==================== axi_log_drain_ctrl
==> src/rtl/axi_log_pkg.sv <==
// ============================================================================
// Package     : axi_log_pkg
// Description : Shared constants and types for draining an AXI BRAM logger.
//               Defines the 96-bit log entry layout, the BRAM word geometry
//               and the drain sequencer state encoding.
// Ports       : none (package)
// Revision    : 1.0 - initial release
// ============================================================================
`default_nettype none

package axi_log_pkg;

  // Entry geometry: one log entry spans three 32-bit BRAM words.
  localparam int LOG_ENTRY_BITW  = 96;
  localparam int ENTRY_WORDS     = 3;
  localparam int BRAM_WORD_BITW  = 32;
  localparam int BRAM_WORD_BYTEW = 4;

  // Field offsets inside an assembled entry.
  localparam int TS_LOW   = 0;
  localparam int ADDR_LOW = 32;
  localparam int LEN_LOW  = 64;
  localparam int ID_LOW   = 72;

  typedef enum logic [2:0] {
    IDLE     = 3'd0,
    READ     = 3'd1,
    OUT      = 3'd2,
    CLEAR    = 3'd3,
    WAIT_CLR = 3'd4
  } drain_state_e;

endpackage

`default_nettype wire

==> src/rtl/log_entry_assembler.sv <==
// ============================================================================
// Module      : log_entry_assembler
// Description : Collects the three 32-bit BRAM words of one log entry into a
//               96-bit register and flags an all-zero entry.
// Ports       : Clk_CI        - clock
//               Rst_RBI       - synchronous active-low reset
//               CapEn_SI      - capture RdData_DI this cycle
//               WordIdx_DI    - which word (0..2) is being captured
//               RdData_DI     - BRAM read data
//               Entry_DO      - assembled entry
//               EntryZero_SO  - entry including this cycle's capture is zero
// Revision    : 1.0 - initial release
// ============================================================================
`default_nettype none

module log_entry_assembler
  import axi_log_pkg::*;
(
  input  logic                      Clk_CI,
  input  logic                      Rst_RBI,
  input  logic                      CapEn_SI,
  input  logic [1:0]                WordIdx_DI,
  input  logic [BRAM_WORD_BITW-1:0] RdData_DI,
  output logic [LOG_ENTRY_BITW-1:0] Entry_DO,
  output logic                      EntryZero_SO
);

  logic [LOG_ENTRY_BITW-1:0] entry_d, entry_q;

  always_comb begin
    entry_d = entry_q;
    if (CapEn_SI) begin
      case (WordIdx_DI)
        2'd0:    entry_d[TS_LOW +: 32]   = RdData_DI;
        2'd1:    entry_d[ADDR_LOW +: 32] = RdData_DI;
        default: begin
          entry_d[LEN_LOW +: 8]  = RdData_DI[7:0];
          entry_d[ID_LOW +: 24]  = RdData_DI[31:8];
        end
      endcase
    end
  end

  always_ff @(posedge Clk_CI) begin
    if (!Rst_RBI) begin
      entry_q <= '0;
    end else begin
      entry_q <= entry_d;
    end
  end

  // Looks at the next-state value so the verdict is available in the same
  // cycle that the last word lands, without an extra evaluation cycle.
  assign EntryZero_SO = (entry_d == '0);
  assign Entry_DO     = entry_q;

endmodule

`default_nettype wire

==> src/rtl/axi_log_drain_ctrl.sv <==
// ============================================================================
// Module      : axi_log_drain_ctrl
// Description : Drains an AXI BRAM logger over its 32-bit BRAM port. Reads
//               entries in order, streams non-empty entries on a valid/ready
//               interface, stops at the first empty entry or the last entry,
//               then pulses the logger clear and waits for the sweep.
// Ports       : Clk_CI/Rst_RBI           - clock, sync active-low reset
//               Start_SI                 - start a drain (pulse)
//               Busy_SO/Done_SO          - status, done pulse
//               NumDrained_DO            - entries emitted by last drain
//               BramEn_SO/BramAddr_DO/BramWrEn_SO/BramRd_DI - BRAM port
//               LogFull_SI/LogClear_SO   - logger full flag / clear strobe
//               EntryValid_SO/EntryReady_SI/EntryData_DO - entry stream
// Config      : AXI_LOG_DRAIN_AUTO_EN - when defined, a rising edge of
//               LogFull_SI in IDLE starts a drain like Start_SI.
// Revision    : 1.0 - initial release
// ============================================================================
`default_nettype none

module axi_log_drain_ctrl
  import axi_log_pkg::*;
#(
  parameter int NUM_LOG_ENTRIES = 16384,
  parameter int CLR_CYCLES      = 1024 * ((NUM_LOG_ENTRIES + 1023) / 1024)
) (
  input  logic                               Clk_CI,
  input  logic                               Rst_RBI,
  input  logic                               Start_SI,
  output logic                               Busy_SO,
  output logic                               Done_SO,
  output logic [$clog2(NUM_LOG_ENTRIES):0]   NumDrained_DO,
  output logic                               BramEn_SO,
  output logic [31:0]                        BramAddr_DO,
  output logic [3:0]                         BramWrEn_SO,
  input  logic [31:0]                        BramRd_DI,
  input  logic                               LogFull_SI,
  output logic                               LogClear_SO,
  output logic                               EntryValid_SO,
  input  logic                               EntryReady_SI,
  output logic [LOG_ENTRY_BITW-1:0]          EntryData_DO
);

  localparam int CNT_W   = $clog2(NUM_LOG_ENTRIES);
  localparam int DRAIN_W = $clog2(NUM_LOG_ENTRIES) + 1;
  localparam int WAIT_W  = $clog2(CLR_CYCLES + 2);

  drain_state_e        state_d, state_q;
  logic [CNT_W-1:0]    entry_cnt_d, entry_cnt_q;
  logic [1:0]          word_cnt_d, word_cnt_q;
  logic [DRAIN_W-1:0]  num_drained_d, num_drained_q;
  logic [WAIT_W-1:0]   wait_cnt_d, wait_cnt_q;

  logic                start_req;
  logic                cap_en;
  logic                entry_zero;
  logic [31:0]         word_idx;

`ifdef AXI_LOG_DRAIN_AUTO_EN
  logic full_d, full_q;

  assign full_d    = LogFull_SI;
  assign start_req = Start_SI | (LogFull_SI & ~full_q);

  always_ff @(posedge Clk_CI) begin
    if (!Rst_RBI) begin
      full_q <= 1'b0;
    end else begin
      full_q <= full_d;
    end
  end
`else
  logic unused_log_full;

  assign unused_log_full = LogFull_SI;
  assign start_req       = Start_SI;
`endif

  // Word counter runs 0..3 in READ: issues on 0..2, captures on 1..3, so the
  // captured word is always the one issued in the previous cycle.
  log_entry_assembler u_assembler (
    .Clk_CI       (Clk_CI),
    .Rst_RBI      (Rst_RBI),
    .CapEn_SI     (cap_en),
    .WordIdx_DI   (word_cnt_q - 2'd1),
    .RdData_DI    (BramRd_DI),
    .Entry_DO     (EntryData_DO),
    .EntryZero_SO (entry_zero)
  );

  always_comb begin
    state_d       = state_q;
    entry_cnt_d   = entry_cnt_q;
    word_cnt_d    = word_cnt_q;
    num_drained_d = num_drained_q;
    wait_cnt_d    = wait_cnt_q;
    BramEn_SO     = 1'b0;
    cap_en        = 1'b0;
    LogClear_SO   = 1'b0;
    EntryValid_SO = 1'b0;
    Done_SO       = 1'b0;

    case (state_q)
      IDLE: begin
        if (start_req) begin
          state_d       = READ;
          entry_cnt_d   = '0;
          word_cnt_d    = '0;
          num_drained_d = '0;
        end
      end

      READ: begin
        BramEn_SO = (word_cnt_q != 2'd3);
        cap_en    = (word_cnt_q != 2'd0);
        if (word_cnt_q == 2'd3) begin
          word_cnt_d = '0;
          state_d    = entry_zero ? CLEAR : OUT;
        end else begin
          word_cnt_d = word_cnt_q + 2'd1;
        end
      end

      OUT: begin
        EntryValid_SO = 1'b1;
        if (EntryReady_SI) begin
          num_drained_d = num_drained_q + DRAIN_W'(1);
          if (entry_cnt_q == CNT_W'(NUM_LOG_ENTRIES - 1)) begin
            state_d = CLEAR;
          end else begin
            entry_cnt_d = entry_cnt_q + CNT_W'(1);
            state_d     = READ;
          end
        end
      end

      CLEAR: begin
        LogClear_SO = 1'b1;
        wait_cnt_d  = WAIT_W'(CLR_CYCLES + 1);
        state_d     = WAIT_CLR;
      end

      WAIT_CLR: begin
        if (wait_cnt_q == '0) begin
          Done_SO = 1'b1;
          state_d = IDLE;
        end else begin
          wait_cnt_d = wait_cnt_q - WAIT_W'(1);
        end
      end

      default: state_d = IDLE;
    endcase
  end

  always_ff @(posedge Clk_CI) begin
    if (!Rst_RBI) begin
      state_q       <= IDLE;
      entry_cnt_q   <= '0;
      word_cnt_q    <= '0;
      num_drained_q <= '0;
      wait_cnt_q    <= '0;
    end else begin
      state_q       <= state_d;
      entry_cnt_q   <= entry_cnt_d;
      word_cnt_q    <= word_cnt_d;
      num_drained_q <= num_drained_d;
      wait_cnt_q    <= wait_cnt_d;
    end
  end

  assign word_idx      = 32'(entry_cnt_q) * 32'(ENTRY_WORDS) + 32'(word_cnt_q);
  assign BramAddr_DO   = BramEn_SO ? (word_idx * 32'(BRAM_WORD_BYTEW)) : 32'd0;
  assign BramWrEn_SO   = 4'b0000;
  assign Busy_SO       = (state_q != IDLE);
  assign NumDrained_DO = num_drained_q;

endmodule

`default_nettype wire

==> config.mk <==
export PLATFORM = sky130hd
export DESIGN_NAME = axi_log_drain_ctrl
export DESIGN_NICKNAME = d
export VERILOG_FILES = /design/src/rtl/axi_log_pkg.sv /design/src/rtl/log_entry_assembler.sv /design/src/rtl/axi_log_drain_ctrl.sv
export SDC_FILE = /design/constraint.sdc
export NUM_CORES = 1
export LEC_CHECK = 0
export CELL_PAD_IN_SITES_DETAIL_PLACEMENT = 1
export CELL_PAD_IN_SITES_GLOBAL_PLACEMENT = 2
export CORE_MARGIN = 2
export CORE_UTILIZATION = 30
export CTS_BUF_LIST = sky130_fd_sc_hd__clkbuf_8
export CTS_CLUSTER_SIZE = 12
export DETAILED_ROUTE_END_ITERATION = 10
export DONT_BUFFER_PORTS = 1
export PLACE_DENSITY = 0.75
export SLEW_MARGIN = 20
export SYNTH_ARGS = -nofsm -noshare
export SYNTH_HDL_FRONTEND = slang
export SYNTH_SLANG_ARGS = --single-unit
==> constraint.sdc <==
create_clock -name Clk_CI -period 3.4 [get_ports Clk_CI]
set_input_delay 0.68 -clock Clk_CI [delete_from_list [all_inputs] [get_ports Clk_CI]]
set_output_delay 0.68 -clock Clk_CI [all_outputs]
set_load 0.02 [all_outputs]
==================== mmio_store_queue
`src/rtl/mmio_store_queue.sv`:
```
// mmio_store_queue: captures cpu stores to the IO region, encodes them into
// word-aligned byte-lane writes, buffers them in a DEPTH-entry FIFO and
// drains them to a peripheral bus.
//
// Peripheral handshake: the head entry is offered while p_valid=1. It
// transfers on a rising edge where p_valid=1 and p_ready=1. While p_valid=1
// and p_ready=0, p_addr/p_wdata/p_be hold their values. p_valid never depends
// on p_ready.

package mmio_store_queue_pkg;
   // Access data type from the MEM stage; signed/unsigned store identically.
   typedef enum logic [2:0] {
      DT_B  = 3'd0,
      DT_H  = 3'd1,
      DT_W  = 3'd2,
      DT_BU = 3'd4,
      DT_HU = 3'd5
   } mem_dt_e;
endpackage

module mmio_store_queue
   import mmio_store_queue_pkg::*;
#(
   parameter int          DEPTH      = 4,
   parameter logic [31:0] IO_BASE    = 32'h0001_0000,
   parameter logic [31:0] IO_MASK    = 32'hFFFF_0000,
   parameter logic [31:0] STATUS_OFF = 32'h0000_FFFC
) (
   input  logic                     clk,
   input  logic                     rst,
   input  logic [31:0]              m_addr,
   input  logic [31:0]              m_wd,
   input  logic                     m_we,
   input  mem_dt_e                  dt,
   output logic                     io_sel,
   output logic [31:0]              m_rd,
   output logic                     stall,
   output logic                     p_valid,
   input  logic                     p_ready,
   output logic [31:0]              p_addr,
   output logic [31:0]              p_wdata,
   output logic [3:0]               p_be,
   output logic [$clog2(DEPTH):0]   count,
   output logic                     misalign,
   output logic [7:0]               err_cnt
);

   localparam int PW = (DEPTH > 1) ? $clog2(DEPTH) : 1;
   localparam int CW = $clog2(DEPTH) + 1;
   localparam logic [31:0] STATUS_ADDR = IO_BASE + STATUS_OFF;
   localparam logic [CW-1:0] FULL_CNT = CW'(DEPTH);

   // FIFO storage and control state
   logic [31:0]   r_addr_q [DEPTH];
   logic [31:0]   r_data_q [DEPTH];
   logic [3:0]    r_be_q   [DEPTH];
   logic [PW-1:0] r_wr_ptr;
   logic [PW-1:0] r_rd_ptr;
   logic [CW-1:0] r_count;
   logic          r_misalign;
   logic [7:0]    r_err_cnt;

   // Decode and lane-encode results
   logic          w_io_sel;
   logic          w_is_store;
   logic          w_aligned;
   logic [3:0]    w_be;
   logic [31:0]   w_lane_data;
   logic          w_full;
   logic          w_empty;
   logic          w_push;
   logic          w_pop;
   logic          w_bad_store;

   // Region decode; status word writes are not queued.
   always_comb begin
      w_io_sel   = ((m_addr & IO_MASK) == IO_BASE);
      w_is_store = m_we & w_io_sel & (m_addr != STATUS_ADDR);
   end

   // Byte-lane encoding and alignment check by access size.
   always_comb begin
      w_aligned   = 1'b1;
      w_be        = 4'b1111;
      w_lane_data = m_wd;
      case (dt)
         DT_B, DT_BU: begin
            w_be        = 4'b0001 << m_addr[1:0];
            w_lane_data = {4{m_wd[7:0]}};
         end
         DT_H, DT_HU: begin
            w_aligned   = ~m_addr[0];
            w_be        = m_addr[1] ? 4'b1100 : 4'b0011;
            w_lane_data = {2{m_wd[15:0]}};
         end
         default: begin
            w_aligned   = (m_addr[1:0] == 2'b00);
            w_be        = 4'b1111;
            w_lane_data = m_wd;
         end
      endcase
   end

   // Queue control: a full queue refuses pushes even when popping this cycle.
   always_comb begin
      w_full      = (r_count == FULL_CNT);
      w_empty     = (r_count == '0);
      w_push      = w_is_store & w_aligned & ~w_full;
      w_pop       = ~w_empty & p_ready;
      w_bad_store = w_is_store & ~w_aligned;
   end

   // Entry storage; contents are don't-care until count covers them.
   always_ff @(posedge clk) begin
      if (w_push) begin
         r_addr_q[r_wr_ptr] <= {m_addr[31:2], 2'b00};
         r_data_q[r_wr_ptr] <= w_lane_data;
         r_be_q[r_wr_ptr]   <= w_be;
      end
   end

   // Pointers and occupancy; pointers wrap naturally at DEPTH (power of two).
   always_ff @(posedge clk or negedge rst) begin
      if (!rst) begin
         r_wr_ptr <= '0;
         r_rd_ptr <= '0;
         r_count  <= '0;
      end else begin
         if (w_push) r_wr_ptr <= r_wr_ptr + 1'b1;
         if (w_pop)  r_rd_ptr <= r_rd_ptr + 1'b1;
         case ({w_push, w_pop})
            2'b10:   r_count <= r_count + 1'b1;
            2'b01:   r_count <= r_count - 1'b1;
            default: r_count <= r_count;
         endcase
      end
   end

   // Misaligned stores are dropped, flagged for one cycle and counted.
   always_ff @(posedge clk or negedge rst) begin
      if (!rst) begin
         r_misalign <= 1'b0;
         r_err_cnt  <= 8'd0;
      end else begin
         r_misalign <= w_bad_store;
         if (w_bad_store && (r_err_cnt != 8'hFF)) begin
            r_err_cnt <= r_err_cnt + 8'd1;
         end
      end
   end

   // Outputs: head fields are forced to zero when empty so reset clears them
   // immediately without resetting the storage array.
   always_comb begin
      io_sel   = w_io_sel;
      m_rd     = (m_addr == STATUS_ADDR) ? {{(32-CW){1'b0}}, r_count} : 32'd0;
      stall    = w_is_store & w_aligned & w_full;
      p_valid  = ~w_empty;
      p_addr   = w_empty ? 32'd0 : r_addr_q[r_rd_ptr];
      p_wdata  = w_empty ? 32'd0 : r_data_q[r_rd_ptr];
      p_be     = w_empty ? 4'd0  : r_be_q[r_rd_ptr];
      count    = r_count;
      misalign = r_misalign;
      err_cnt  = r_err_cnt;
   end

endmodule

```
`config.mk`:
```
export PLATFORM = sky130hd
export DESIGN_NAME = mmio_store_queue
export DESIGN_NICKNAME = d
export VERILOG_FILES = /design/src/rtl/mmio_store_queue.sv
export SDC_FILE = /design/constraint.sdc
export NUM_CORES = 1
export LEC_CHECK = 0
export CAP_MARGIN = 10
export CORE_MARGIN = 2
export CORE_UTILIZATION = 40
export CTS_CLUSTER_SIZE = 14
export DETAILED_ROUTE_END_ITERATION = 16
export GPL_ROUTABILITY_DRIVEN = 0
export PLACE_DENSITY = 0.61
export SYNTH_ARGS = -nofsm -noshare
export SYNTH_HDL_FRONTEND = slang
export SYNTH_SLANG_ARGS = --single-unit
```
`constraint.sdc`:
```
create_clock -name clk -period 4.3 [get_ports clk]
set_input_delay 0.43 -clock clk [delete_from_list [all_inputs] [get_ports clk]]
set_output_delay 0.43 -clock clk [all_outputs]
set_load 0.005 [all_outputs]
```
==================== fwd_scoreboard
File: src/rtl/fwd_scoreboard_pkg.sv
// fwd_scoreboard_pkg: shared definitions for the forwarding / hazard unit.
//   - forwarding stage indices (youngest stage has the lowest index and wins)
//   - encoding of "no forwarding, read the register file"
//   - outstanding-counter update operation
// Optional feature macro used by the top: FWD_SB_STATS_EN.
package fwd_scoreboard_pkg;

   // Forwarding stage indices; index 0 is the youngest and has highest priority.
   localparam int unsigned FWD_STG_EX  = 0;
   localparam int unsigned FWD_STG_MEM = 1;
   localparam int unsigned FWD_STG_WB  = 2;

   // All-zero select means the operand comes from the register file.
   localparam int unsigned FWD_NONE = 0;

   // Outstanding long-latency counter update.
   typedef enum logic [1:0] {
      CntHold,
      CntInc,
      CntDec
   } cnt_op_e;

endpackage

File: src/rtl/fwd_prio_sel.sv
// fwd_prio_sel: per-source priority selector.
// Turns the stage match vector into a one-hot select on the lowest matching stage
// (youngest producer) and reports whether that producer is not yet ready.
// Ports:
//   match_i  stage s holds a valid write to this source register
//   ready_i  stage s result is available for forwarding this cycle
//   sel_o    one-hot stage select, all-zero when nothing matches
//   hit_o    some stage matched
//   wait_o   winning stage exists but its result is not ready
module fwd_prio_sel #(
   parameter int unsigned NUM_STAGES = 3
) (
   input  logic [NUM_STAGES-1:0] match_i,
   input  logic [NUM_STAGES-1:0] ready_i,
   output logic [NUM_STAGES-1:0] sel_o,
   output logic                  hit_o,
   output logic                  wait_o
);

   // Isolate the lowest set bit: x & -x.
   assign sel_o  = match_i & (~match_i + NUM_STAGES'(1));
   assign hit_o  = |match_i;
   assign wait_o = |(sel_o & ~ready_i);

endmodule

File: src/rtl/fwd_scoreboard.sv
// fwd_scoreboard: forwarding and hazard unit for one register file (INT or FP), sits in ID.
// Picks the youngest in-flight producer per source operand, keeps a busy bit per register
// for long-latency ops, and raises stall for unready producers, busy sources, WAW against
// a long op, and issue while the scoreboard is full.
// Optional feature: define FWD_SB_STATS_EN to add stat_stall_cnt / stat_fwd_cnt outputs.
// Ports:
//   clk, reset_n                clock, async active-low reset
//   src_rs, src_used            ID source registers (packed) and their use flags
//   id_rd, id_wr                ID destination for the WAW check
//   stage_rd/_wr/_ready         per-stage destination, write-valid, result-ready
//   issue_valid/_rd/_kill       long-latency op entering its unit
//   cmpl_valid, cmpl_rd         long-latency result entering a forwarding stage
//   fwd_sel                     one-hot stage select per source (0 = regfile)
//   stall                       hold ID (combinational)
//   sb_full                     outstanding long ops == MAX_LONG (registered)
//   busy_vec                    registered per-register busy scoreboard
//   err_spurious                1-cycle pulse: completion to a non-busy register
module fwd_scoreboard
   import fwd_scoreboard_pkg::*;
#(
   parameter int unsigned NUM_REGS     = 32,
   parameter int unsigned NUM_SRC      = 3,
   parameter int unsigned NUM_STAGES   = 3,
   parameter int unsigned MAX_LONG     = 4,
   parameter bit          HAS_ZERO_REG = 1'b1,
   localparam int unsigned REG_W       = $clog2(NUM_REGS),
   localparam int unsigned CNT_W       = $clog2(MAX_LONG + 1)
) (
   input  logic                          clk,
   input  logic                          reset_n,
   input  logic [NUM_SRC*REG_W-1:0]      src_rs,
   input  logic [NUM_SRC-1:0]            src_used,
   input  logic [REG_W-1:0]              id_rd,
   input  logic                          id_wr,
   input  logic [NUM_STAGES*REG_W-1:0]   stage_rd,
   input  logic [NUM_STAGES-1:0]         stage_wr,
   input  logic [NUM_STAGES-1:0]         stage_ready,
   input  logic                          issue_valid,
   input  logic [REG_W-1:0]              issue_rd,
   input  logic                          issue_kill,
   input  logic                          cmpl_valid,
   input  logic [REG_W-1:0]              cmpl_rd,
   output logic [NUM_SRC*NUM_STAGES-1:0] fwd_sel,
   output logic                          stall,
   output logic                          sb_full,
   output logic [NUM_REGS-1:0]           busy_vec,
   output logic                          err_spurious
`ifdef FWD_SB_STATS_EN
   ,
   output logic [31:0]                   stat_stall_cnt,
   output logic [31:0]                   stat_fwd_cnt
`endif
);

   logic [NUM_REGS-1:0] busy_q, busy_d;
   logic [CNT_W-1:0]    cnt_q, cnt_d;
   logic                sb_full_q, sb_full_d;
   logic                err_q, err_d;

   logic [NUM_SRC-1:0]  src_hit;
   logic [NUM_SRC-1:0]  src_wait;
   logic [NUM_SRC-1:0]  src_busy;

   // ---------------------------------------------------------------------------
   // Per-source forwarding match and selection
   // ---------------------------------------------------------------------------
   for (genvar i = 0; i < NUM_SRC; i++) begin : g_src
      logic [REG_W-1:0]      rs;
      logic                  zero_src;
      logic [NUM_STAGES-1:0] match;

      assign rs       = src_rs[i*REG_W +: REG_W];
      assign zero_src = HAS_ZERO_REG && (rs == '0);

      for (genvar s = 0; s < NUM_STAGES; s++) begin : g_stg
         assign match[s] = src_used[i] & stage_wr[s] &
                           (stage_rd[s*REG_W +: REG_W] == rs) & ~zero_src;
      end

      fwd_prio_sel #(
         .NUM_STAGES (NUM_STAGES)
      ) u_prio_sel (
         .match_i (match),
         .ready_i (stage_ready),
         .sel_o   (fwd_sel[i*NUM_STAGES +: NUM_STAGES]),
         .hit_o   (src_hit[i]),
         .wait_o  (src_wait[i])
      );

      // Only consult the scoreboard when no in-flight stage supplies the value.
      assign src_busy[i] = src_used[i] & ~src_hit[i] & busy_q[rs];
   end

   // ---------------------------------------------------------------------------
   // Stall OR-tree
   // ---------------------------------------------------------------------------
   logic waw_stall;
   logic full_stall;

   assign waw_stall  = id_wr & busy_q[id_rd];
   assign full_stall = sb_full_q & issue_valid;
   assign stall      = (|src_wait) | (|src_busy) | waw_stall | full_stall;

   // ---------------------------------------------------------------------------
   // Scoreboard and outstanding counter next state
   // ---------------------------------------------------------------------------
   logic    set_req, set_ok, clear, cnt_full;
   cnt_op_e cnt_op;

   always_comb begin
      set_req  = issue_valid & ~issue_kill & ~(HAS_ZERO_REG && (issue_rd == '0));
      clear    = cmpl_valid & busy_q[cmpl_rd];
      cnt_full = (cnt_q == CNT_W'(MAX_LONG));
      // Issue while full is dropped unless a completion frees a slot the same cycle.
      set_ok   = set_req & (~cnt_full | clear);

      busy_d = busy_q;
      if (clear) begin
         busy_d[cmpl_rd] = 1'b0;
      end
      // Set after clear so a same-register set/clear leaves the bit busy.
      if (set_ok) begin
         busy_d[issue_rd] = 1'b1;
      end

      cnt_op = CntHold;
      if (set_ok && !clear) begin
         cnt_op = CntInc;
      end else if (clear && !set_ok) begin
         cnt_op = CntDec;
      end

      cnt_d = cnt_q;
      unique case (cnt_op)
         CntInc:  cnt_d = cnt_q + CNT_W'(1);
         CntDec:  cnt_d = cnt_q - CNT_W'(1);
         default: cnt_d = cnt_q;
      endcase

      sb_full_d = (cnt_d == CNT_W'(MAX_LONG));
      err_d     = cmpl_valid & ~busy_q[cmpl_rd];
   end

   always_ff @(posedge clk or negedge reset_n) begin
      if (!reset_n) begin
         busy_q    <= '0;
         cnt_q     <= '0;
         sb_full_q <= 1'b0;
         err_q     <= 1'b0;
      end else begin
         busy_q    <= busy_d;
         cnt_q     <= cnt_d;
         sb_full_q <= sb_full_d;
         err_q     <= err_d;
      end
   end

   assign busy_vec     = busy_q;
   assign sb_full      = sb_full_q;
   assign err_spurious = err_q;

`ifdef FWD_SB_STATS_EN
   // ---------------------------------------------------------------------------
   // Activity counters, free-running and wrapping
   // ---------------------------------------------------------------------------
   logic [31:0] stall_cnt_q, stall_cnt_d;
   logic [31:0] fwd_cnt_q, fwd_cnt_d;

   always_comb begin
      stall_cnt_d = stall_cnt_q;
      fwd_cnt_d   = fwd_cnt_q;
      if (stall) begin
         stall_cnt_d = stall_cnt_q + 32'd1;
      end
      if (|fwd_sel) begin
         fwd_cnt_d = fwd_cnt_q + 32'd1;
      end
   end

   always_ff @(posedge clk or negedge reset_n) begin
      if (!reset_n) begin
         stall_cnt_q <= '0;
         fwd_cnt_q   <= '0;
      end else begin
         stall_cnt_q <= stall_cnt_d;
         fwd_cnt_q   <= fwd_cnt_d;
      end
   end

   assign stat_stall_cnt = stall_cnt_q;
   assign stat_fwd_cnt   = fwd_cnt_q;
`endif

endmodule
File: config.mk
export PLATFORM = sky130hd
export DESIGN_NAME = fwd_scoreboard
export DESIGN_NICKNAME = d
export VERILOG_FILES = /design/src/rtl/fwd_scoreboard_pkg.sv /design/src/rtl/fwd_prio_sel.sv /design/src/rtl/fwd_scoreboard.sv
export SDC_FILE = /design/constraint.sdc
export NUM_CORES = 1
export LEC_CHECK = 0
export CAP_MARGIN = 10
export CORE_MARGIN = 10
export CORE_UTILIZATION = 45
export DETAILED_ROUTE_END_ITERATION = 7
export MAX_ROUTING_LAYER = met4
export PLACE_DENSITY = 0.79
export SLEW_MARGIN = 20
export SYNTH_ARGS = -nofsm -noshare
export SYNTH_HDL_FRONTEND = slang
export SYNTH_SLANG_ARGS = --single-unit
File: constraint.sdc
create_clock -name clk -period 2.6 [get_ports clk]
set_input_delay 0.39 -clock clk [delete_from_list [all_inputs] [get_ports clk]]
set_output_delay 0.39 -clock clk [all_outputs]
set_load 0.05 [all_outputs]
==================== fs_clkgen_seq
`src/rtl/fs_clkgen_pkg.sv`:
```
// Shared types and defaults for the fs clock generator and reset sequencer.
package fs_clkgen_pkg;

  localparam int unsigned DIV_W_DEF       = 8;
  localparam int unsigned SEL_W_DEF       = 2;
  localparam int unsigned SYNC_STAGES_DEF = 2;
  localparam int unsigned LOCK_FILT_DEF   = 16;
  localparam int unsigned HOLD_CYCLES_DEF = 128;
  localparam int unsigned SCNT_W_DEF      = 16;

  typedef enum logic [1:0] {
    WAIT_LOCK = 2'd0,
    HOLD      = 2'd1,
    RUN       = 2'd2,
    LOST      = 2'd3
  } fs_state_e;

  // Master clocks per sample for a given ratio shift.
  function automatic int unsigned period(input int unsigned div_w, input int unsigned div_sel);
    return 32'd1 << (div_w - div_sel);
  endfunction

endpackage

```
`src/rtl/sync_ff.sv`:
```
// Multi-stage synchroniser for a single asynchronous input.
module sync_ff #(
  parameter int unsigned STAGES = 2
) (
  input  logic clk,
  input  logic rst_n,
  input  logic d,
  output logic q
);

  logic [STAGES-1:0] sync_q;
  logic [STAGES-1:0] sync_d;

  always_comb begin
    sync_d = {sync_q[STAGES-2:0], d};
  end

  always_ff @(posedge clk or negedge rst_n) begin
    if (!rst_n) sync_q <= '0;
    else        sync_q <= sync_d;
  end

  assign q = sync_q[STAGES-1];

endmodule

```
`src/rtl/fs_clkgen_seq.sv`:
```
// PLL-lock reset sequencer plus runtime-selectable power-of-two fs divider.
module fs_clkgen_seq
  import fs_clkgen_pkg::*;
#(
  parameter int unsigned DIV_W       = DIV_W_DEF,
  parameter int unsigned SEL_W       = SEL_W_DEF,
  parameter int unsigned SYNC_STAGES = SYNC_STAGES_DEF,
  parameter int unsigned LOCK_FILT   = LOCK_FILT_DEF,
  parameter int unsigned HOLD_CYCLES = HOLD_CYCLES_DEF,
  parameter int unsigned SCNT_W      = SCNT_W_DEF
) (
  input  logic              clk_256fs,
  input  logic              rst_n,
  input  logic              pll_lock,
  input  logic [SEL_W-1:0]  div_sel,
  output logic              rst_out,
  output logic              clk_fs,
  output logic              fs_strobe,
  output logic [SCNT_W-1:0] sample_cnt,
  output logic              lock_lost,
  output logic [1:0]        state
);

  localparam int unsigned FILT_W = (LOCK_FILT > 1) ? $clog2(LOCK_FILT) : 1;
  localparam int unsigned HOLD_W = (HOLD_CYCLES > 1) ? $clog2(HOLD_CYCLES) : 1;
  localparam int unsigned IDX_W  = (DIV_W > 1) ? $clog2(DIV_W) : 1;

  logic              lock_s;
  fs_state_e         state_q, state_d;
  logic [FILT_W-1:0] filt_cnt_q, filt_cnt_d;
  logic [HOLD_W-1:0] hold_cnt_q, hold_cnt_d;
  logic [DIV_W-1:0]  div_cnt_q, div_cnt_d;
  logic [SEL_W-1:0]  div_sel_q, div_sel_d;
  logic              rst_out_q, rst_out_d;
  logic              clk_fs_q, clk_fs_d;
  logic              fs_strobe_q, fs_strobe_d;
  logic [SCNT_W-1:0] sample_cnt_q, sample_cnt_d;
  logic              lock_lost_q, lock_lost_d;
  logic              run_q, run_d;
  logic [DIV_W-1:0]  div_last;
  logic [IDX_W-1:0]  tap;

  sync_ff #(.STAGES(SYNC_STAGES)) u_lock_sync (
    .clk   (clk_256fs),
    .rst_n (rst_n),
    .d     (pll_lock),
    .q     (lock_s)
  );

  // Lock filter, hold-off and loss detection.
  always_comb begin
    state_d     = state_q;
    filt_cnt_d  = filt_cnt_q;
    hold_cnt_d  = hold_cnt_q;
    lock_lost_d = lock_lost_q;
    case (state_q)
      WAIT_LOCK: begin
        if (!lock_s) begin
          filt_cnt_d = '0;
        end else if (filt_cnt_q == FILT_W'(LOCK_FILT - 1)) begin
          state_d    = HOLD;
          filt_cnt_d = '0;
          hold_cnt_d = '0;
        end else begin
          filt_cnt_d = filt_cnt_q + FILT_W'(1);
        end
      end
      HOLD: begin
        if (!lock_s) begin
          state_d    = WAIT_LOCK;
          filt_cnt_d = '0;
          hold_cnt_d = '0;
        end else if (hold_cnt_q == HOLD_W'(HOLD_CYCLES - 1)) begin
          state_d    = RUN;
          hold_cnt_d = '0;
        end else begin
          hold_cnt_d = hold_cnt_q + HOLD_W'(1);
        end
      end
      RUN: begin
        if (!lock_s) begin
          state_d     = LOST;
          lock_lost_d = 1'b1;
        end
      end
      LOST:    state_d = WAIT_LOCK;
      default: state_d = WAIT_LOCK;
    endcase
  end

  // Divider; outputs are gated on staying in RUN so lock loss suppresses a coincident strobe.
  always_comb begin
    run_q        = (state_q == RUN);
    run_d        = (state_d == RUN);
    div_last     = DIV_W'(period(DIV_W, 32'(div_sel_q)) - 32'd1);
    tap          = IDX_W'(DIV_W - 1 - 32'(div_sel_q));
    div_cnt_d    = '0;
    div_sel_d    = div_sel_q;
    if (run_q && run_d) begin
      if (div_cnt_q == div_last) begin
        div_sel_d = div_sel;
      end else begin
        div_cnt_d = div_cnt_q + DIV_W'(1);
      end
    end else if (!run_q && run_d) begin
      div_sel_d = div_sel;
    end
    clk_fs_d     = run_q && run_d && div_cnt_q[tap];
    fs_strobe_d  = run_q && run_d && (div_cnt_q == '0);
    sample_cnt_d = run_d ? sample_cnt_q + SCNT_W'(fs_strobe_d) : '0;
    rst_out_d    = !run_d;
  end

  always_ff @(posedge clk_256fs or negedge rst_n) begin
    if (!rst_n) begin
      state_q      <= WAIT_LOCK;
      filt_cnt_q   <= '0;
      hold_cnt_q   <= '0;
      div_cnt_q    <= '0;
      div_sel_q    <= '0;
      rst_out_q    <= 1'b1;
      clk_fs_q     <= 1'b0;
      fs_strobe_q  <= 1'b0;
      sample_cnt_q <= '0;
      lock_lost_q  <= 1'b0;
    end else begin
      state_q      <= state_d;
      filt_cnt_q   <= filt_cnt_d;
      hold_cnt_q   <= hold_cnt_d;
      div_cnt_q    <= div_cnt_d;
      div_sel_q    <= div_sel_d;
      rst_out_q    <= rst_out_d;
      clk_fs_q     <= clk_fs_d;
      fs_strobe_q  <= fs_strobe_d;
      sample_cnt_q <= sample_cnt_d;
      lock_lost_q  <= lock_lost_d;
    end
  end

  assign rst_out    = rst_out_q;
  assign clk_fs     = clk_fs_q;
  assign fs_strobe  = fs_strobe_q;
  assign sample_cnt = sample_cnt_q;
  assign lock_lost  = lock_lost_q;
  assign state      = state_q;

endmodule

```
`config.mk`:
```
export PLATFORM = sky130hd
export DESIGN_NAME = fs_clkgen_seq
export DESIGN_NICKNAME = d
export VERILOG_FILES = /design/src/rtl/fs_clkgen_pkg.sv /design/src/rtl/sync_ff.sv /design/src/rtl/fs_clkgen_seq.sv
export SDC_FILE = /design/constraint.sdc
export NUM_CORES = 1
export LEC_CHECK = 0
export CORE_MARGIN = 2
export CORE_UTILIZATION = 55
export DETAILED_ROUTE_END_ITERATION = 8
export PLACE_DENSITY_LB_ADDON = 0.3
export SYNTH_ARGS = -nofsm -noshare
export SYNTH_HDL_FRONTEND = slang
export SYNTH_SLANG_ARGS = --single-unit
export TNS_END_PERCENT = 30
```
`constraint.sdc`:
```
create_clock -name clk_256fs -period 2.64 [get_ports clk_256fs]
set_input_delay 0.528 -clock clk_256fs [delete_from_list [all_inputs] [get_ports clk_256fs]]
set_output_delay 0.528 -clock clk_256fs [all_outputs]
set_load 0.005 [all_outputs]
```

==> notes/layouts.md <==
Pictures saved along the way, in no particular order.

Routed metal, one colour a layer.
panel A
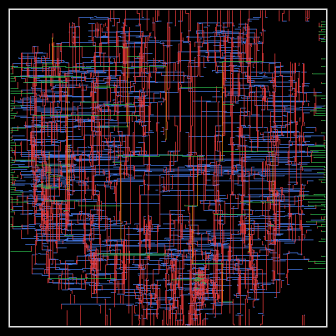
panel B
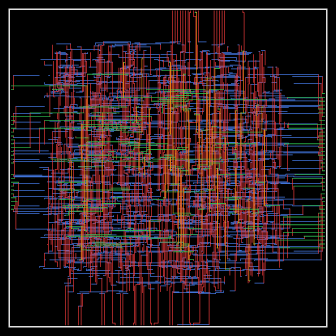
panel C
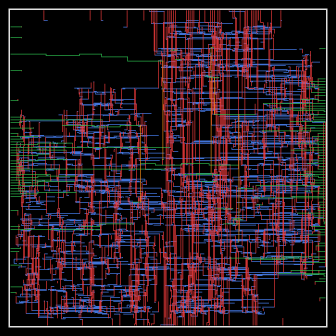
panel D
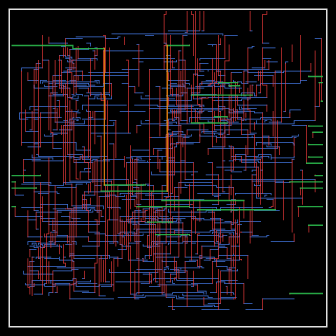
For fs_clkgen_seq, see panel D.
For axi_log_drain_ctrl, see panel C.
For mmio_store_queue, see panel A.
For fwd_scoreboard, see panel B.

Key to panel B:
M3 -> green  # wire length 1290 um
M2 -> red  # wire length 8400 um
M4 -> orange  # wire length 1020 um
M1 -> blue  # wire length 6130 um

mmio_store_queue/m2.png
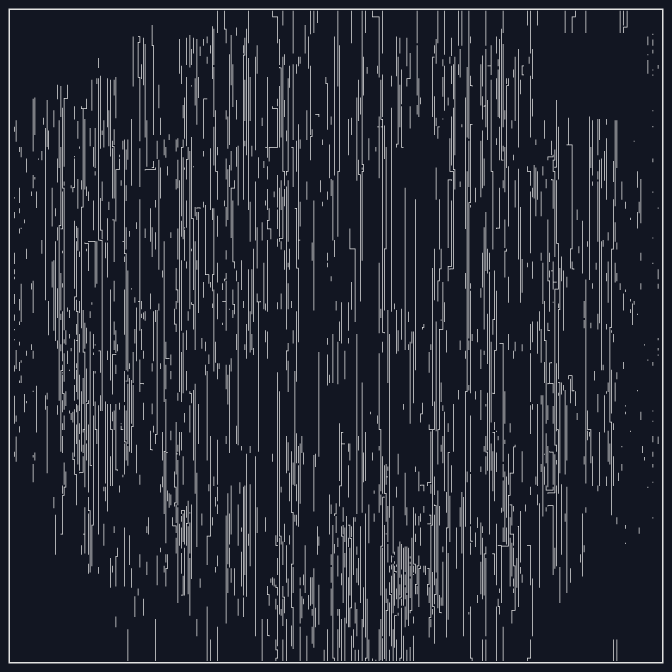
wire length on this layer = 12600 um
longest straight run = 70.0 um
share of all routed wire = 51%
main direction = vertical
nets with wire on the layer = 781

==> Changelog: implementation, mmio_store_queue <==
## Implementation

- Worst setup EP type: primary output
- Comb area share: 0.208
- TAP cells: 384
- Worst reg-to-reg setup slack: around 1.9 ns
- Status: complete, no violations
- Max stage delay on crit path: 0.62 ns
- Total gr overflow: 0
- Post-Place Cells: 1129
- Final instance area: 14500 um^2
- Slew @ Worst Pin: roughly 1.1 ns
- IO Pins: approximately 190
- Count leader, synth: edfxtp_1
- Most flops, register: r_data_q
- Total power: 7960 uW
- Die area: 30400 um^2
- R2r endpoint: count[2]
- Chip width: 174 um
- Final Hold Viols: 0
- Seq. cell area: 8340 um^2
[mmio_store_queue: logic make-up after synthesis]
kind of cell,share of synthesized area
buffers and inverters,0.0324
adder cells (fa/ha/maj),0.00820
AND/OR/NAND/NOR,0.0682
other,0.000324
flip-flops,0.718
XOR/XNOR,0.00907
multiplexers,0.154
AND-OR/OR-AND,0.00885
[mmio_store_queue: report_power, final]
part / switching, uW / leakage, uW / total, uW / internal, uW
Sequential: 205 / 0.00258 / 3220 / 3020
Clock: 974 / 0.000436 / 2380 / 1400
Combinational: 828 / 0.00180 / 2360 / 1540
Total: 2010 / 0.00482 / 7960 / 5960
fwd_scoreboard/m2.png
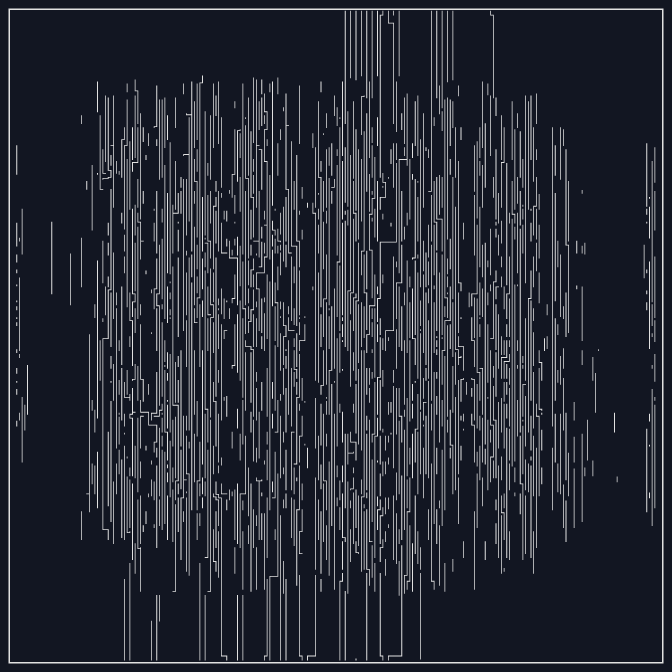
share of all routed wire = 50%
main direction = vertical
wire length on this layer = 8400 um
nets with wire on the layer = 622
longest straight run = 51.0 um

==> Changelog: implementation, fwd_scoreboard <==
## Implementation

- Top cell excl fill/tap: buf_4
- Non-clk invs: 8
- R2r endpoint: cnt_q[2]
- Status: finished, violations left
- Worst Setup Start Kind: register
- First-pass GRT wire length: 25000 um
- Die area: 12400 um^2
- Init Core Util: 0.460
- Worst reg-to-reg setup slack: -0.14 ns
- TNS Setup: -0.784 ns
- Setup Viol. Count Final: 21
- Clock buf/inv share: 0.0182
- Worst Path Required: 2.21 ns
- PnR worst setup slack: -0.195 ns
- Max Clock Skew: 0.00691 ns
- DR pass1 iterations: 7
- Floorplan net count: 435
- Sw Share: 0.450
- Failing checks: setup timing
- Length of routed met2 wiring: 8400 um
-- fwd_scoreboard: critical path, cell delays in order, from the launching register on --
cell,delay (ns)
dfrtp_1,0.54
mux4_2,0.52
o21ai_1,0.15
o21ai_0,0.11
a31oi_1,0.24
or3_1,0.14
o21a_1,0.11
nand4_1,0.11
buf_6,0.18
-- fwd_scoreboard: flip-flops by register name, summed over array words and instances (netlist names) --
register and count:
busy_vec 32, cnt_q 3, err_spurious 1, sb_full 1
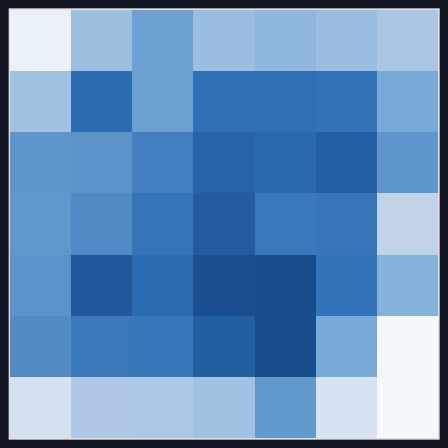
fs_clkgen_seq/util_map.png
The die is cut into 7 by 7 equal tiles; white is low, dark blue is high, 0 to 100% covered.
tiles over 75% full = 22%
mean over tiles = 56%
emptiest ninth of the die = south-east
Core ar.: 4060 um^2
Init Core Util: 0.578

==> Changelog: implementation, fs_clkgen_seq <==
## Implementation

- Max stage delay on crit path: about 0.47 ns
- Reg2reg start: div_cnt_q[2]
- PwrDens: 459 nW/um^2
- Worst setup endpoint: sample_cnt[15]
- Setup Viol. Count Final: 0
- H-tree depth: 2
- P_sw: approximately 260 uW
- Row Count: 23
- CP arrival: 2.58 ns
- Status: complete, no violations
- Setup WS pre-CTS: 0.315 ns
- Worst setup EP type: register
- IO Pins: 27
- Cell-internal power: 1020 uW
- Synth Flop Type: dfrtp_1
- Chip width: 69.3 um
- Buffers plus inverters on the worst setup path: 0
- RSZ-0062 raised after global routing: false
- CTS tree: done
- CTS Hold Bufs: 0
- Commonest cells post-synth: dfrtp_1 (44), nor2_1 (24), nand3_1 (16)
- Post-Place Cells: 302
- DR pass1 iterations: 4
-- fs_clkgen_seq: layout by cell type (no fill, tap or decap), types with 3 or more instances in the layout --
cell             count
dfrtp_1             44
clkdlybuf4s50_1     25
nor2_1              24
nand3_1             16
nand2_1             13
o21ai_0             11
xor2_1              11
nor3_1              10
xnor2_1              9
nand4_1              7
a22o_1               7
ha_1                 6
clkbuf_8             6
inv_1                5
and3_1               5
a21oi_1              4
and2_1               4
buf_4                4
o31ai_1              3
o21bai_1             3
axi_log_drain_ctrl/congestion_map.png
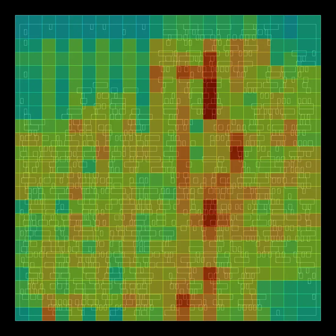
GR peak layer: met2
GRT met3 Usage: 0.0597
Core Util, Final: 0.350

axi_log_drain_ctrl/m2.png
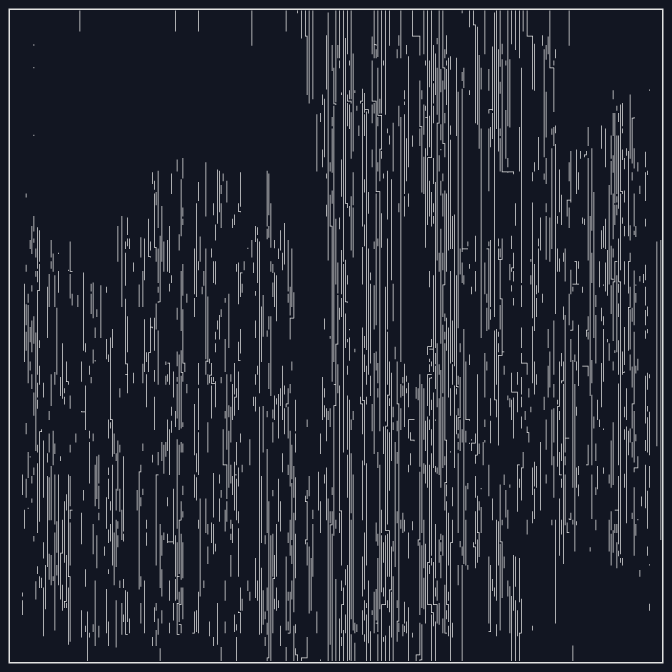
nets with wire on the layer = 826
main direction = vertical
wire length on this layer = 11400 um
longest straight run = 73.1 um

==> Changelog: implementation, axi_log_drain_ctrl <==
## Implementation

- Status: finished, violations left
- Failing checks: setup timing
- Worst Hold Launch: BramRd_DI[23]
- RSZ-0062 raised after global routing: true
- Total CTS buffers: 17
- Initial antenna violation count: 0
- Most used cell, CP: fa_2
- Setup Viol. Count Final: 7
- Reg2reg start: word_cnt_q[0]
- PnR worst setup slack: -0.267 ns
- CTS Hold Bufs: 0
- Slowest CP cell: fa_2
- DRC viols: 0
- Largest net degree at the start of global routing: 70
- Area leader, netlist: dfxtp_1
- R2r endpoint: state_q[0]
- Clk root buf: clkbuf_8
-- axi_log_drain_ctrl: cells by family (layout without fill, tap and decap cells) --
kind of cell	count (synthesis)	count (layout)	synth area share
other	1	20	0.000535
muxes	4	4	0.00571
xor gates and xnor gates	44	44	0.0549
buffers and inverters	81	86	0.0546
adders and majority gates	36	36	0.0663
DFF	145	145	0.414
AOI/OAI and AO/OA	160	160	0.126
and+or+nand+nor	431	431	0.279
-- axi_log_drain_ctrl: report_power, final --
group          switching (uW)  total, uW  internal [uW]
combinational             421        623            202
sequential                123       1890           1760
clock                     749       1350            603

==================== spi_regbank
spi_regbank/util_map.png
The die is cut into 16 by 10 equal tiles; white is low, dark blue is high, 0 to 100% covered.
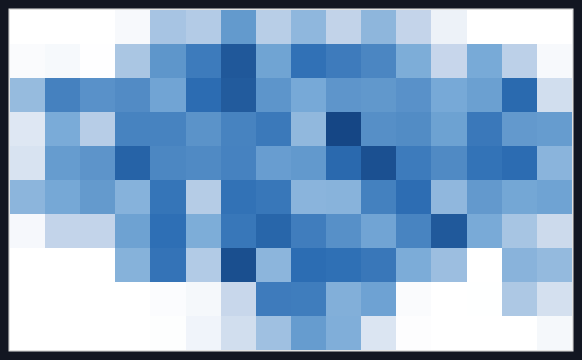
spi_regbank/layers.png
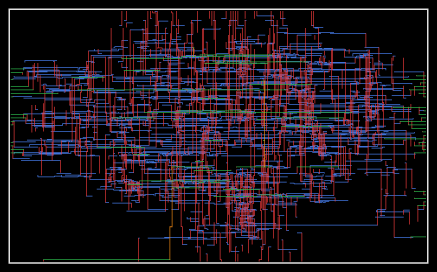
spi_regbank/m2.png
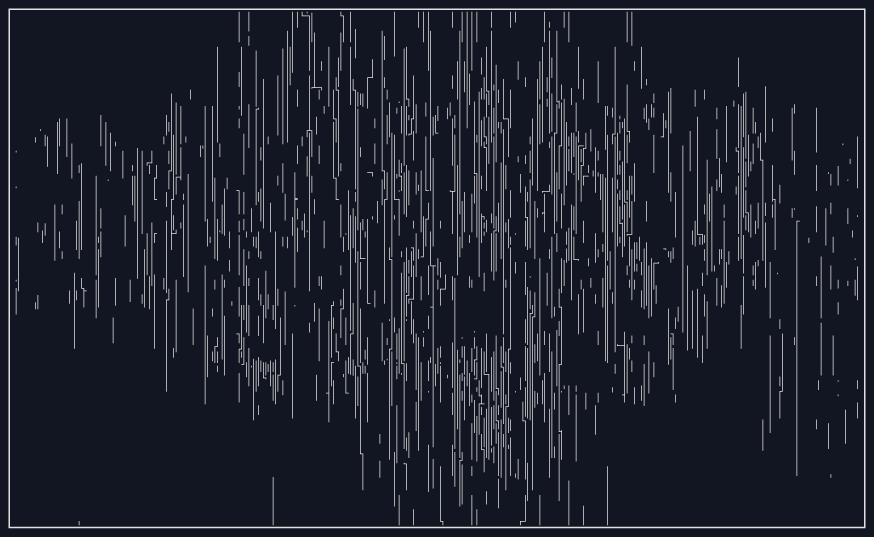
### src/rtl/spi_regbank.sv
// spi_regbank: SPI mode-0 register bank with readback on miso, per-write strobe and strict frame checks.
// Define SPI_REGBANK_ERRCNT_EN to add an 8-bit saturating error counter at address NUM_REGS.
module spi_regbank #(
    parameter int NUM_REGS    = 8,
    parameter int ADDR_W      = 7,
    parameter int DATA_W      = 8,
    parameter int SYNC_STAGES = 2
) (
    input  logic                       clk,
    input  logic                       rst_n,
    input  logic                       sclk,
    input  logic                       mosi,
    input  logic                       cs_n,
    output logic                       miso,
    output logic                       miso_oe,
    output logic [NUM_REGS*DATA_W-1:0] regs_flat,
    output logic                       wr_strobe,
    output logic [ADDR_W-1:0]          wr_addr
);
    localparam int FRAME_LEN = 1 + ADDR_W + DATA_W;
    localparam int CNT_W = $clog2(FRAME_LEN + 2);
    localparam logic [CNT_W-1:0] CNT_FULL = CNT_W'(FRAME_LEN);
    localparam logic [CNT_W-1:0] CNT_SAT = CNT_W'(FRAME_LEN + 1);
    localparam logic [CNT_W-1:0] CNT_ADDR = CNT_W'(ADDR_W);
    localparam logic [ADDR_W-1:0] ADDR_LIM = ADDR_W'(NUM_REGS);

    typedef enum logic [1:0] {IDLE, CMD, DATA, ABORT} state_t;

    state_t state, state_nx;
    logic [SYNC_STAGES-1:0] sclk_sync, mosi_sync, cs_sync, rdy;
    logic sclk_d, cs_d, sclk_s, mosi_s, cs_s;
    logic cs_rise, cs_fall, sh_rise, sh_fall, full, commit, rd, miso_r;
    logic [CNT_W-1:0] bit_cnt;
    logic [FRAME_LEN-1:0] rx_shift, rx_next;
    logic [DATA_W-1:0] tx_shift, rd_val, f_data;
    logic [ADDR_W-1:0] f_addr;
    logic f_rw;

    // Input synchronisers plus edge-detect flops; rdy marks when the chains hold real pin samples.
    always_ff @(posedge clk or negedge rst_n) begin
        if (!rst_n) begin
            sclk_sync <= '0;
            mosi_sync <= '0;
            cs_sync   <= '1;
            rdy       <= '0;
            sclk_d    <= 1'b0;
            cs_d      <= 1'b1;
        end else begin
            sclk_sync <= {sclk_sync[SYNC_STAGES-2:0], sclk};
            mosi_sync <= {mosi_sync[SYNC_STAGES-2:0], mosi};
            cs_sync   <= {cs_sync[SYNC_STAGES-2:0], cs_n};
            rdy       <= {rdy[SYNC_STAGES-2:0], 1'b1};
            sclk_d    <= sclk_sync[SYNC_STAGES-1];
            cs_d      <= cs_sync[SYNC_STAGES-1];
        end
    end

    assign sclk_s  = sclk_sync[SYNC_STAGES-1];
    assign mosi_s  = mosi_sync[SYNC_STAGES-1];
    assign cs_s    = cs_sync[SYNC_STAGES-1];
    assign cs_rise = cs_s & ~cs_d;
    assign cs_fall = ~cs_s & cs_d;
    assign sh_rise = sclk_s & ~sclk_d & ~cs_rise & ~cs_fall;
    assign sh_fall = ~sclk_s & sclk_d & ~cs_rise & ~cs_fall;
    assign rx_next = {rx_shift[FRAME_LEN-2:0], mosi_s};
    assign f_rw    = rx_shift[FRAME_LEN-1];
    assign f_addr  = rx_shift[DATA_W +: ADDR_W];
    assign f_data  = rx_shift[DATA_W-1:0];
    assign full    = (state == DATA) && (bit_cnt == CNT_FULL);
    assign commit  = cs_rise && full && f_rw && (f_addr < ADDR_LIM);
    assign miso_oe = (state == DATA) && rd;
    assign miso    = miso_oe & miso_r;

`ifdef SPI_REGBANK_ERRCNT_EN
    logic [7:0] err_cnt;
    logic err_inc, err_clr;
    assign err_clr = cs_rise && full && f_rw && (f_addr == ADDR_LIM);
    assign err_inc = cs_rise && (state == CMD || state == DATA) && (bit_cnt != CNT_FULL || f_addr > ADDR_LIM);

    // Error counter: saturates at 0xFF, clear has priority over increment.
    always_ff @(posedge clk or negedge rst_n) begin
        if (!rst_n) err_cnt <= '0;
        else if (err_clr) err_cnt <= '0;
        else if (err_inc && err_cnt != 8'hFF) err_cnt <= err_cnt + 8'd1;
    end
`endif

    // Readback mux for the address completing on this sclk edge; unmapped addresses read 0.
    always_comb begin
        rd_val = '0;
        for (int i = 0; i < NUM_REGS; i++)
            if (rx_next[ADDR_W-1:0] == ADDR_W'(i)) rd_val = regs_flat[i*DATA_W +: DATA_W];
`ifdef SPI_REGBANK_ERRCNT_EN
        if (rx_next[ADDR_W-1:0] == ADDR_LIM) rd_val = DATA_W'(err_cnt);
`endif
    end

    // Next-state logic; cs_n edges take priority over sclk edges.
    always_comb begin
        state_nx = state;
        case (state)
            IDLE:    if (cs_fall) state_nx = CMD;
            CMD:     if (cs_rise) state_nx = IDLE;
                     else if (sh_rise && bit_cnt == CNT_ADDR) state_nx = DATA;
            DATA:    if (cs_rise) state_nx = IDLE;
            default: if (rdy[SYNC_STAGES-1] && cs_s) state_nx = IDLE;
        endcase
    end

    // State register; reset lands in ABORT so a frame in flight at reset release is ignored.
    always_ff @(posedge clk or negedge rst_n) begin
        if (!rst_n) state <= ABORT;
        else state <= state_nx;
    end

    // Receive shifter, saturating bit counter and transmit shifter for readback.
    always_ff @(posedge clk or negedge rst_n) begin
        if (!rst_n) begin
            bit_cnt  <= '0;
            rx_shift <= '0;
            tx_shift <= '0;
            rd       <= 1'b0;
            miso_r   <= 1'b0;
        end else begin
            if (state == IDLE || state == ABORT) begin
                bit_cnt  <= '0;
                rx_shift <= '0;
            end else if (sh_rise) begin
                bit_cnt  <= (bit_cnt == CNT_SAT) ? CNT_SAT : bit_cnt + 1'b1;
                rx_shift <= rx_next;
            end
            if (state == CMD && state_nx == DATA) begin
                tx_shift <= rd_val;
                rd       <= ~rx_next[ADDR_W];
                miso_r   <= 1'b0;
            end else if (state == DATA && sh_fall) begin
                miso_r   <= tx_shift[DATA_W-1];
                tx_shift <= tx_shift << 1;
            end
        end
    end

    // Register file update with a one-cycle strobe on each committed write.
    always_ff @(posedge clk or negedge rst_n) begin
        if (!rst_n) begin
            regs_flat <= '0;
            wr_strobe <= 1'b0;
            wr_addr   <= '0;
        end else begin
            wr_strobe <= commit;
            if (commit) begin
                wr_addr <= f_addr;
                for (int i = 0; i < NUM_REGS; i++)
                    if (f_addr == ADDR_W'(i)) regs_flat[i*DATA_W +: DATA_W] <= f_data;
            end
        end
    end
endmodule

### config.mk
export PLATFORM = sky130hd
export DESIGN_NAME = spi_regbank
export DESIGN_NICKNAME = d
export VERILOG_FILES = /design/src/rtl/spi_regbank.sv
export SDC_FILE = /design/constraint.sdc
export NUM_CORES = 1
export LEC_CHECK = 0
export CAP_MARGIN = 10
export CORE_ASPECT_RATIO = 0.6
export CORE_UTILIZATION = 35
export CTS_CLUSTER_SIZE = 12
export DETAILED_ROUTE_END_ITERATION = 8
export PLACE_DENSITY = 0.63
export SETUP_SLACK_MARGIN = 0.3
export SYNTH_ARGS = -nofsm -noshare
export SYNTH_HDL_FRONTEND = slang
export SYNTH_SLANG_ARGS = --single-unit
### constraint.sdc
create_clock -name clk -period 5.1 [get_ports clk]
set_input_delay 0.765 -clock clk [delete_from_list [all_inputs] [get_ports clk]]
set_output_delay 0.765 -clock clk [all_outputs]
set_load 0.02 [all_outputs]
==> Changelog: implementation <==
## Implementation

- Status: complete, no violations
- F_max: ~0.35 GHz
- Slowest CP cell: nor3_2
- Max Clock Skew: 0.0107 ns
- Fin crit share: 0.568
- Setup WS pre-CTS: 2.12 ns
- Xor/xnor share: 0.00489
- Clock buffer count: 22
- Comb area: 2320 um^2
- Biggest Area Class: registers
- R2r endpoint: regs_flat[46]
- Count leader, synth: dfrtp_1
- Yosys Warn Count: 0
- CP arrival: 3.17 ns
- WL met1: 6660 um
About spi_regbank/util_map.png:
nearly empty tiles = 17%
emptiest ninth of the die = south-west
fullest tile = 91%
mean over tiles = 42%
tiles over 75% full = 8.7%
Core Util, Final: 0.469
Init Core Util: 0.364
Core ar.: 14800 um^2

About spi_regbank/layers.png:
M3 -> green  # wire length 895 um
M2 -> red  # wire length 5820 um
M4 -> orange  # wire length 73.7 um
M1 -> blue  # wire length 6660 um

About spi_regbank/m2.png:
share of all routed wire = 43%
nets with wire on the layer = 460
main direction = vertical
wire length on this layer = 5820 um

==> metrics by stage <==
stage / hold WS (ns) / util / area [um^2] / total power [uW]
after floorplan: 0.331 / - / 5380 / 1060
after global routing: 0.360 / 0.469 / 6930 / 2390
after CTS: 0.358 / 0.469 / 6920 / 2320
after global placement: 0.337 / 0.428 / 6320 / 1110
after detailed placement: 0.342 / 0.428 / 6320 / 1120
final: 0.354 / 0.469 / 6930 / 2300


==> notes/layouts.md <==
Pictures saved along the way, in no particular order.

Local utilization.
(a)
The die is cut into 11 by 11 equal tiles; white is low, dark blue is high, 0 to 100% covered.
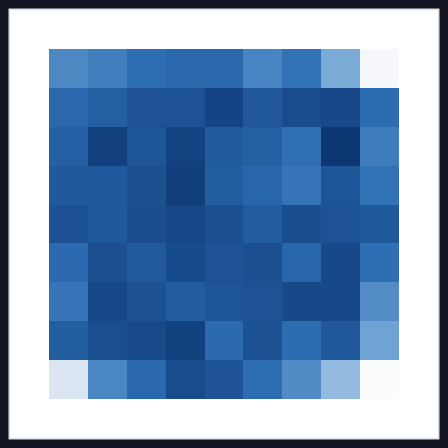
(b)
The die is cut into 16 by 16 equal tiles; white is low, dark blue is high, 0 to 100% covered.
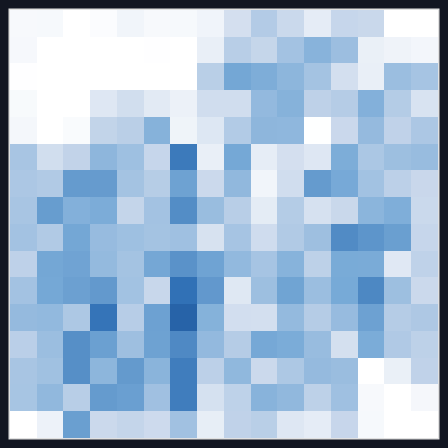
(c)
The die is cut into 17 by 17 equal tiles; white is low, dark blue is high, 0 to 100% covered.
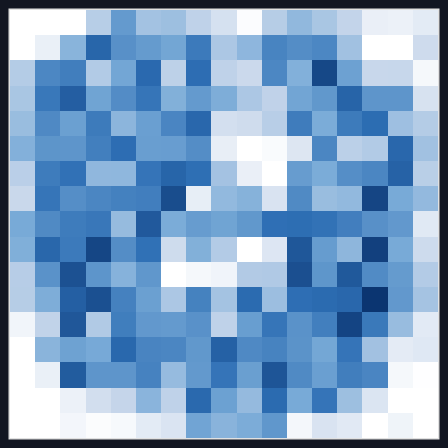
For fwd_scoreboard, see (a).
For axi_log_drain_ctrl, see (b).
For mmio_store_queue, see (c).
The one with the highest utilization is (a).
The one with the lowest utilization is (b).

Key to (a):
densest ninth of the die = centre
tiles over 75% full = 51%
nearly empty tiles = 33%

Power is estimated from default activity; no workload was simulated.
